# design 1

Figure 1. Sequential cells colored by instance or generate block (design 1).
Bar = 50 um. Other sequential cells in the stronger gray, the rest of the logic in the fainter gray.
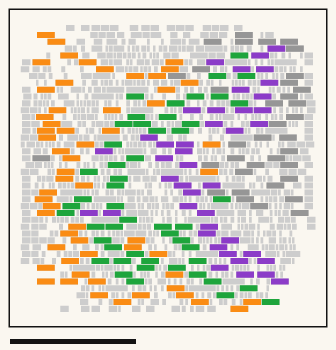

--- config.mk ---
export PLATFORM = sky130hd
export DESIGN_NAME = pipelined_adder
export DESIGN_NICKNAME = d
export VERILOG_FILES = /design/src/rtl/alu_pkg.sv /design/src/rtl/adder_slice.sv /design/src/rtl/pipelined_adder.sv
export SDC_FILE = /design/constraint.sdc
export NUM_CORES = 1
export LEC_CHECK = 0
export ABC_AREA = 1
export CORE_MARGIN = 4
export CORE_UTILIZATION = 59
export CTS_CLUSTER_SIZE = 10
export DETAILED_ROUTE_END_ITERATION = 10
export GPL_TIMING_DRIVEN = 0
export HOLD_SLACK_MARGIN = 0.15
export PLACE_DENSITY = 0.83
export SLEW_MARGIN = 20
export SYNTH_ARGS = -nofsm -noshare
export SYNTH_HDL_FRONTEND = slang
export SYNTH_SLANG_ARGS = --single-unit
--- constraint.sdc ---
create_clock -name clk -period 6.2 [get_ports clk]
set_input_delay 1.55 -clock clk [delete_from_list [all_inputs] [get_ports clk]]
set_output_delay 1.55 -clock clk [all_outputs]
set_load 0.02 [all_outputs]
--- src/rtl/alu_pkg.sv ---
// Shared ALU definitions: default datapath geometry and add/sub operation encodings.
package alu_pkg;

  localparam int ALU_WIDTH_DEF  = 32;
  localparam int ALU_STAGES_DEF = 4;

  typedef enum logic {
    ALU_OP_ADD = 1'b0,
    ALU_OP_SUB = 1'b1
  } alu_op_e;

endpackage

--- src/rtl/adder_slice.sv ---
// Combinational C-bit carry-chain slice; also reports the carry into its top bit for overflow.
module adder_slice #(
  parameter int C = 8
) (
  input  logic [C-1:0] a_i,
  input  logic [C-1:0] b_i,
  input  logic         ci_i,
  output logic [C-1:0] sum_o,
  output logic         co_o,
  output logic         c_msb_o
);

  logic [C:0] total;

  assign total   = {1'b0, a_i} + {1'b0, b_i} + {{C{1'b0}}, ci_i};
  assign sum_o   = total[C-1:0];
  assign co_o    = total[C];
  // Recover the carry into bit C-1 from the half-sum of that bit.
  assign c_msb_o = total[C-1] ^ a_i[C-1] ^ b_i[C-1];

endmodule

--- src/rtl/pipelined_adder.sv ---
// Pipelined add/subtract unit: the carry chain is cut into STAGES slices, one per clock,
// with valid/ready handshaking and a global stall enable.
module pipelined_adder
  import alu_pkg::*;
#(
  parameter int WIDTH  = ALU_WIDTH_DEF,
  parameter int STAGES = ALU_STAGES_DEF
) (
  input  logic             clk,
  input  logic             rst,
  input  logic             in_valid,
  output logic             in_ready,
  input  logic [WIDTH-1:0] a,
  input  logic [WIDTH-1:0] b,
  input  logic             cin,
  input  logic             sub,
  output logic             out_valid,
  input  logic             out_ready,
  output logic [WIDTH-1:0] s,
  output logic             cout,
  output logic             overflow,
  output logic             zero
);

  localparam int C = WIDTH / STAGES;

  if ((STAGES < 1) || (STAGES > WIDTH) || ((WIDTH % STAGES) != 0)) begin : g_param_chk
    $error("pipelined_adder: WIDTH must be a positive multiple of STAGES");
  end

  logic             en;
  logic [WIDTH-1:0] b_m;
  logic             c_m;
  logic             ovf_d, zero_d;
  logic             ovf_q, zero_q;

  assign b_m = (alu_op_e'(sub) == ALU_OP_SUB) ? ~b : b;
  assign c_m = (alu_op_e'(sub) == ALU_OP_SUB) ? ~cin : cin;

  // Whole pipeline freezes while a finished result waits for the consumer.
  assign en       = !(out_valid && !out_ready);
  assign in_ready = en;

  for (genvar k = 0; k < STAGES; k++) begin : g_stage
    localparam int SW = (k + 1) * C;   // sum bits resolved once this stage registers
    localparam int RW = WIDTH - SW;    // operand bits still waiting for later stages

    logic [C-1:0]  sl_a, sl_b, sl_sum;
    logic          sl_ci, sl_co, v_in;
    logic [SW-1:0] sum_d, sum_q;
    logic          c_q, v_q;

    if (k == 0) begin : g_first
      assign sl_a  = a[C-1:0];
      assign sl_b  = b_m[C-1:0];
      assign sl_ci = c_m;
      assign v_in  = in_valid;
      assign sum_d = sl_sum;
    end else begin : g_next
      assign sl_a  = g_stage[k-1].g_ops.opa_q[C-1:0];
      assign sl_b  = g_stage[k-1].g_ops.opb_q[C-1:0];
      assign sl_ci = g_stage[k-1].c_q;
      assign v_in  = g_stage[k-1].v_q;
      assign sum_d = {sl_sum, g_stage[k-1].sum_q};
    end

    if (k == STAGES - 1) begin : g_last_slice
      logic sl_cm;
      adder_slice #(.C(C)) u_slice (
        .a_i     (sl_a),
        .b_i     (sl_b),
        .ci_i    (sl_ci),
        .sum_o   (sl_sum),
        .co_o    (sl_co),
        .c_msb_o (sl_cm)
      );
    end else begin : g_mid_slice
      adder_slice #(.C(C)) u_slice (
        .a_i     (sl_a),
        .b_i     (sl_b),
        .ci_i    (sl_ci),
        .sum_o   (sl_sum),
        .co_o    (sl_co),
        .c_msb_o ()
      );
    end

    if (k < STAGES - 1) begin : g_ops
      logic [RW-1:0] opa_d, opb_d, opa_q, opb_q;

      if (k == 0) begin : g_src_in
        assign opa_d = a[WIDTH-1:C];
        assign opb_d = b_m[WIDTH-1:C];
      end else begin : g_src_prev
        assign opa_d = g_stage[k-1].g_ops.opa_q[RW+C-1:C];
        assign opb_d = g_stage[k-1].g_ops.opb_q[RW+C-1:C];
      end

      always_ff @(posedge clk) begin
        if (rst) begin
          opa_q <= '0;
          opb_q <= '0;
        end else if (en) begin
          opa_q <= opa_d;
          opb_q <= opb_d;
        end
      end
    end

    always_ff @(posedge clk) begin
      if (rst) begin
        v_q   <= 1'b0;
        sum_q <= '0;
        c_q   <= 1'b0;
      end else if (en) begin
        v_q   <= v_in;
        sum_q <= sum_d;
        c_q   <= sl_co;
      end
    end
  end

  assign ovf_d  = g_stage[STAGES-1].g_last_slice.sl_cm ^ g_stage[STAGES-1].sl_co;
  assign zero_d = ~|g_stage[STAGES-1].sum_d;

  always_ff @(posedge clk) begin
    if (rst) begin
      ovf_q  <= 1'b0;
      zero_q <= 1'b0;
    end else if (en) begin
      ovf_q  <= ovf_d;
      zero_q <= zero_d;
    end
  end

  assign out_valid = g_stage[STAGES-1].v_q;
  assign s         = g_stage[STAGES-1].sum_q;
  assign cout      = g_stage[STAGES-1].c_q;
  assign overflow  = ovf_q;
  assign zero      = zero_q;

endmodule

# design 2

File: src/rtl/seq_num_alloc_arb.sv
// Round-robin arbiter sharing one sequence-number allocation stream among requesters,
// with per-requester outstanding caps and ownership tracking for commit credit return.
module seq_num_alloc_arb #(
    parameter int p_seq_num_bits    = 5,
    parameter int p_num_req         = 2,
    parameter int p_max_outstanding = 4
) (
    input  logic                                                clk,
    input  logic                                                rst,
    input  logic [p_seq_num_bits-1:0]                           gen_seq_num,
    input  logic                                                gen_val,
    output logic                                                gen_rdy,
    input  logic [p_num_req-1:0]                                req_val,
    output logic [p_num_req-1:0]                                req_rdy,
    output logic [p_seq_num_bits-1:0]                           req_seq_num,
    input  logic                                                commit_val,
    input  logic [p_seq_num_bits-1:0]                           commit_seq_num,
    output logic [p_num_req*$clog2(p_max_outstanding+1)-1:0]    outstanding
);

    localparam int CW = $clog2(p_max_outstanding + 1);
    localparam int PW = $clog2(p_num_req);
    localparam int NS = 1 << p_seq_num_bits;
    localparam logic [CW-1:0] MAX_CNT = CW'(p_max_outstanding);

    logic [CW-1:0]        cnt_q [p_num_req];
    logic [CW-1:0]        cnt_d [p_num_req];
    logic [PW-1:0]        rr_ptr_q, rr_ptr_d;
    logic [PW-1:0]        owner_q [NS];
    logic [PW-1:0]        owner_d [NS];
    logic [NS-1:0]        owner_val_q, owner_val_d;

    logic [p_num_req-1:0] eligible;
    logic                 any_eligible;
    logic [PW-1:0]        grant;
    logic                 fire;
    logic                 commit_hit;
    logic [PW-1:0]        commit_owner;
    int                   scan_idx;

    // Scan from the farthest slot back toward rr_ptr so the last match wins, i.e. the
    // first eligible requester at or after rr_ptr. The grant does not depend on gen_val.
    always_comb begin
        eligible = '0;
        for (int i = 0; i < p_num_req; i++) begin
            eligible[i] = req_val[i] && (cnt_q[i] < MAX_CNT);
        end
        any_eligible = |eligible;
        grant        = '0;
        scan_idx     = 0;
        for (int k = p_num_req - 1; k >= 0; k--) begin
            scan_idx = int'(rr_ptr_q) + k;
            if (scan_idx >= p_num_req) begin
                scan_idx = scan_idx - p_num_req;
            end
            if (eligible[scan_idx]) begin
                grant = PW'(scan_idx);
            end
        end
        gen_rdy = rst & any_eligible;
        fire    = gen_val & gen_rdy;
        req_rdy = '0;
        if (fire) begin
            req_rdy[grant] = 1'b1;
        end
        req_seq_num  = gen_seq_num;
        commit_owner = owner_q[commit_seq_num];
        commit_hit   = commit_val & owner_val_q[commit_seq_num];
    end

    // Commit retires before the fire writes, so a same-number fire re-owns the entry.
    always_comb begin
        owner_d     = owner_q;
        owner_val_d = owner_val_q;
        rr_ptr_d    = rr_ptr_q;
        if (commit_hit) begin
            owner_val_d[commit_seq_num] = 1'b0;
        end
        if (fire) begin
            owner_d[gen_seq_num]     = grant;
            owner_val_d[gen_seq_num] = 1'b1;
            rr_ptr_d = (int'(grant) == p_num_req - 1) ? '0 : grant + 1'b1;
        end
        for (int i = 0; i < p_num_req; i++) begin
            cnt_d[i] = cnt_q[i]
                     + CW'(fire && (grant == PW'(i)))
                     - CW'(commit_hit && (commit_owner == PW'(i)));
        end
    end

    always_ff @(posedge clk or negedge rst) begin
        if (!rst) begin
            for (int i = 0; i < p_num_req; i++) begin
                cnt_q[i] <= '0;
            end
            rr_ptr_q    <= '0;
            owner_val_q <= '0;
        end else begin
            cnt_q       <= cnt_d;
            rr_ptr_q    <= rr_ptr_d;
            owner_val_q <= owner_val_d;
        end
    end

    // Owner IDs are only meaningful under owner_val, so they need no reset.
    always_ff @(posedge clk) begin
        owner_q <= owner_d;
    end

    always_comb begin
        outstanding = '0;
        for (int i = 0; i < p_num_req; i++) begin
            outstanding[i*CW +: CW] = cnt_q[i];
        end
    end

endmodule

File: config.mk
export PLATFORM = sky130hd
export DESIGN_NAME = seq_num_alloc_arb
export DESIGN_NICKNAME = d
export VERILOG_FILES = /design/src/rtl/seq_num_alloc_arb.sv
export SDC_FILE = /design/constraint.sdc
export NUM_CORES = 1
export LEC_CHECK = 0
export CORE_MARGIN = 10
export CORE_UTILIZATION = 53
export CTS_CLUSTER_SIZE = 25
export DETAILED_ROUTE_END_ITERATION = 8
export PLACE_DENSITY = 0.8
export SYNTH_ARGS = -nofsm -noshare
export SYNTH_HDL_FRONTEND = slang
export SYNTH_SLANG_ARGS = --single-unit
export TNS_END_PERCENT = 30
File: constraint.sdc
create_clock -name clk -period 3.3 [get_ports clk]
set_input_delay 0.66 -clock clk [delete_from_list [all_inputs] [get_ports clk]]
set_output_delay 0.66 -clock clk [all_outputs]
set_load 0.01 [all_outputs]
Figure 2. Cell density map (design 1).
13 x 13 tiles, from black (low) to pale yellow (high), 0 to 100% covered.
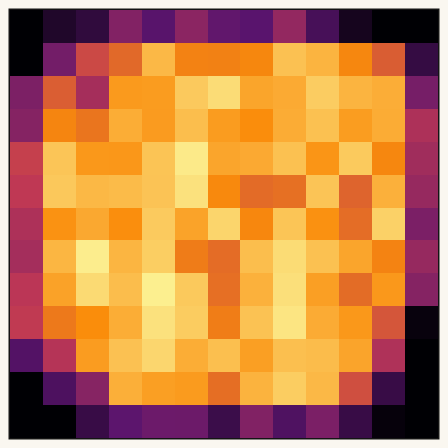
52% of the tiles are over 75% full. 6.5% of the tiles are nearly empty. The mean over all tiles is 62%. The fullest tile reaches 97%.
fp util: 60.77%
post-layout util: 74.86%
core area: 13400 um2

## Picture notes: Figure 1
Key: `g_stage[1]` = green [sequential cells 50]; `g_stage[2]` = purple [sequential cells 42]; `g_stage[0]` = orange [sequential cells 58]
die area: 15750 um2
post-route insts no fill: 1357

==> impl_metrics.json, design 1 <==
{
  "status": "finished clean",
  "edf_count": 0,
  "ys.flops": 186,
  "p_sw_share_pct": 25.62,
  "hp-class": "reg -> reg",
  "p_clk_share_pct": 38.8,
  "dr.pass1.iters": 5,
  "clkCellAreaFrac_pct": 6.137,
  "skew_ns": 0.009426,
  "sh_seq_area_pct": 37.12,
  "power_frac_seq_pct": 46.8,
  "flop-count": 186,
  "async_flop_share_pct": 0,
  "dp_hpwl_mm": 15.35,
  "pwr.group.combinational_w": 0.000414,
  "inverters_excl_clock": 80,
  "crit_end": "in_ready",
  "slew_violations": 0,
  "num-nonclk-buffers": 168,
  "grt-ovfl-total": 0,
  "timing.critical_path.from": "out_ready"
}
## design 1: per-stage QoR
step           hold WS (ns)  setup WS (ns)  util, %  cell area (um2)
3_5_place_dp         0.4395          1.205    70.26             9415
3_3_place_gp         0.4265          1.233    70.26             9415
2_1_floorplan        0.4205          2.490        -             8144
6_report             0.4505          1.197    74.86            10030
5_1_grt              0.4700          1.107    74.86            10030
4_1_cts              0.4491          1.196    74.86            10030
## design 1: kinds of logic after synthesis
family	count (synthesis)
fa+ha+maj	36
flops	186
simple gates	348
buf+inv	143
compound gates	284
xor+xnor	47
## design 1: state kept, by name, summed over array words and instances, names as in the netlist
| register | cells |
|---|---|
| s | 32 |
| zero | 1 |
| g_stage.c_q | 3 |
| g_stage.g_ops.opb_q | 48 |
| out_valid | 1 |
| overflow | 1 |
| g_stage.v_q | 3 |
| cout | 1 |
| g_stage.sum_q | 48 |
| g_stage.g_ops.opa_q | 48 |
## design 1: per-layer routing
| metal | track usage [%] | up-vias | part of all wire (%) |
|---|---|---|---|
| met5 | 0 | - | 0 |
| met4 | 9.439 | 0 | 2.7 |
| met3 | 4.989 | 41 | 7.3 |
| met2 | 43.46 | 278 | 47 |
| met1 | 34.52 | 3408 | 43 |
| li1 | - | 3672 | - |
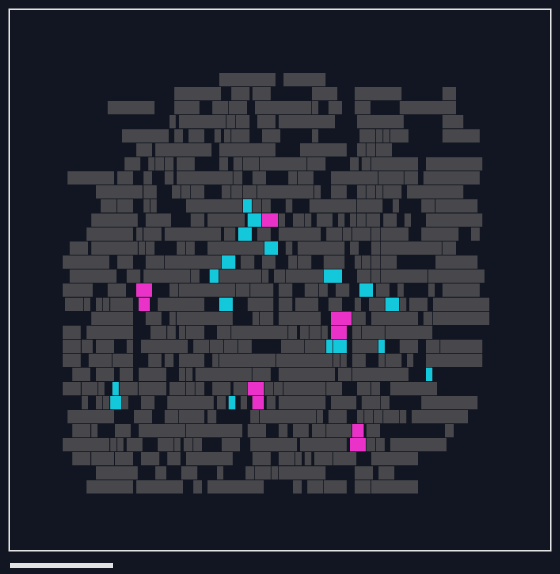
Figure 3: design 2, gate families picked out.
Bar = 20 um.
Key: and/or cells = magenta [cells 9]; nand cells = cyan [cells 17]

==> impl_metrics.json, design 2 <==
{
  "status": "finished clean",
  "p_leak_nw": 1.826,
  "antenna_found_initial": 0,
  "syn-num-nets": 354,
  "top_cell": "nor3_1",
  "wl_met3_um": 679,
  "worstMarginPinSlew_ns": 0.8849,
  "nWellTaps": 96,
  "largest_area_cell": "dfrtp_1",
  "drc": 0,
  "synth-xor-area-share_pct": 0.9235,
  "place_inst": 467,
  "root_buffer": "clkbuf_8",
  "rrSetupSlack_ns": 0.25,
  "finalSetupTns_ns": 0,
  "ios": 30,
  "synth_seq_share_pct": 51.06,
  "ys_sh_aoi_pct": 11.18,
  "worstSetupStartpointType": "input port",
  "die_h_um": 104.6,
  "setup_slack_ns": 0.05755,
  "final-instance-count-excl-fill": 492,
  "r2r_start": "owner_q[12]",
  "synth.distinct_cells": 42,
  "clkCellAreaFrac_pct": 4.771,
  "placed_cell_area_um2": 4314,
  "syn_area_per_cell_um2": 11.43,
  "wl_met2_mm": 4.940,
  "num_vias": 2944,
  "gp_congestion": 0.8852,
  "ctsHtreeMaxLevel": 3,
  "nClkBuffers": 13,
  "die_w_um": 104.6,
  "num-fill-cells": 516,
  "synthCells": 332,
  "hold_slack_ns": 0.4962,
  "drive_gt1_share_pct": 29.29,
  "simple_gate_area_share_pct": 19.33,
  "ys.flops": 71,
  "nonClkBufAreaFrac_pct": 14.63,
  "ff_type": "dfrtp_1",
  "drtIter0Drc": 257,
  "sh_seq_area_pct": 41.26,
  "area_growth_pct": 23.75,
  "flop-count": 71,
  "topCombFamilyByArea": "simple AND/OR/NAND/NOR gates",
  "coreArea_um2": 6869,
  "ir_drop_uv": 459.7,
  "edf_count": 32,
  "total_power_w": 0.002710,
  "finalInstanceArea_um2": 4695,
  "place_ws_ns": -0.7393
}
-- design 2: power by group --
group          internal, W  switching (W)
clock network     0.000467       0.000329
registers          0.00110      0.0000946
logic             0.000353       0.000371
-- design 2: how the worst max path moves through the flow --
stage	start	to	slack, ns	depth (start not counted)
floorplan	commit_seq_num[1]	outstanding[5]	0.02	13
detailed placement	commit_seq_num[0]	outstanding[5]	-0.74	14
global route	commit_seq_num[0]	outstanding[5]	-0.04	15
CTS	commit_seq_num[3]	outstanding[2]	-0.004	14
finish	commit_seq_num[0]	outstanding[5]	0.06	15
global placement	commit_seq_num[0]	outstanding[5]	-0.62	14
-- design 2: critical path, cell delays in order --
cell     delay (ns)
buf_6          0.07
buf_12         0.11
buf_8          0.11
mux4_2         0.48
a32o_2         0.28
nor4_2         0.26
buf_4          0.16
and3b_1        0.17
ha_1           0.30
inv_2          0.07
ha_4           0.12
inv_2          0.03
fa_2           0.37
xnor2_2        0.19
xnor2_1        0.14
-- design 2: timing repair --
item	CTS	global route
buffers inserted	7	2
resized	9	18
endpoints found under the setup margin	4	4
gates cloned	1	0
pin swaps	2	7

==> gallery <==
Wires at chosen ports, followed through buffers.
picture 1
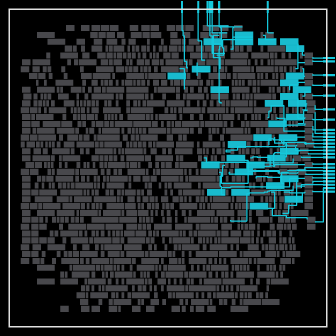
picture 2
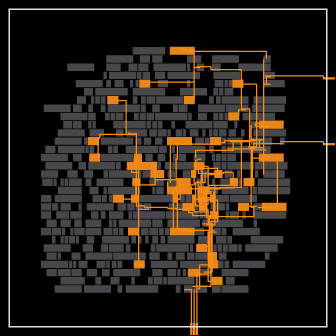
| from | picture |
|---|---|
| design 2 | picture 2 |
| design 1 | picture 1 |
- most cells: picture 1



==> screenshots <==
Placement view.
Plate I
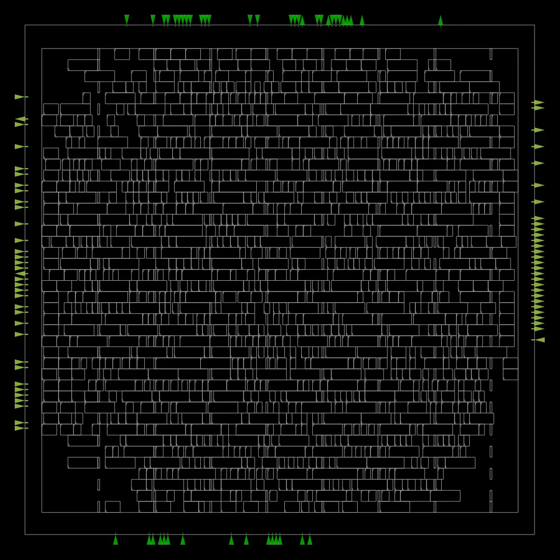
Plate II
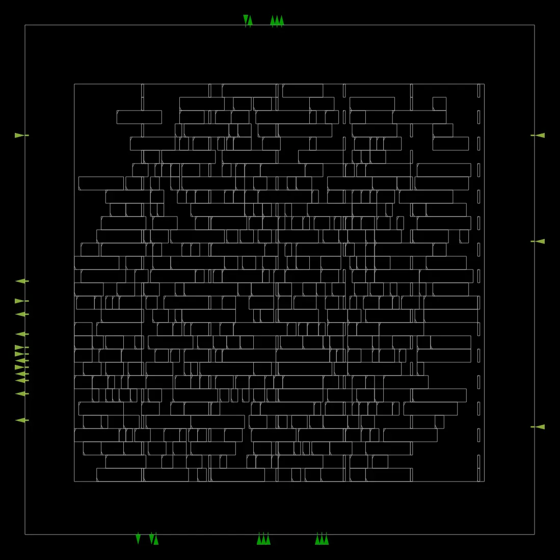
design 1: Plate I
design 2: Plate II
The one with the most sequential cells is Plate I.
The one with the most cells is Plate I.

Power and IR drop assume default switching activity.
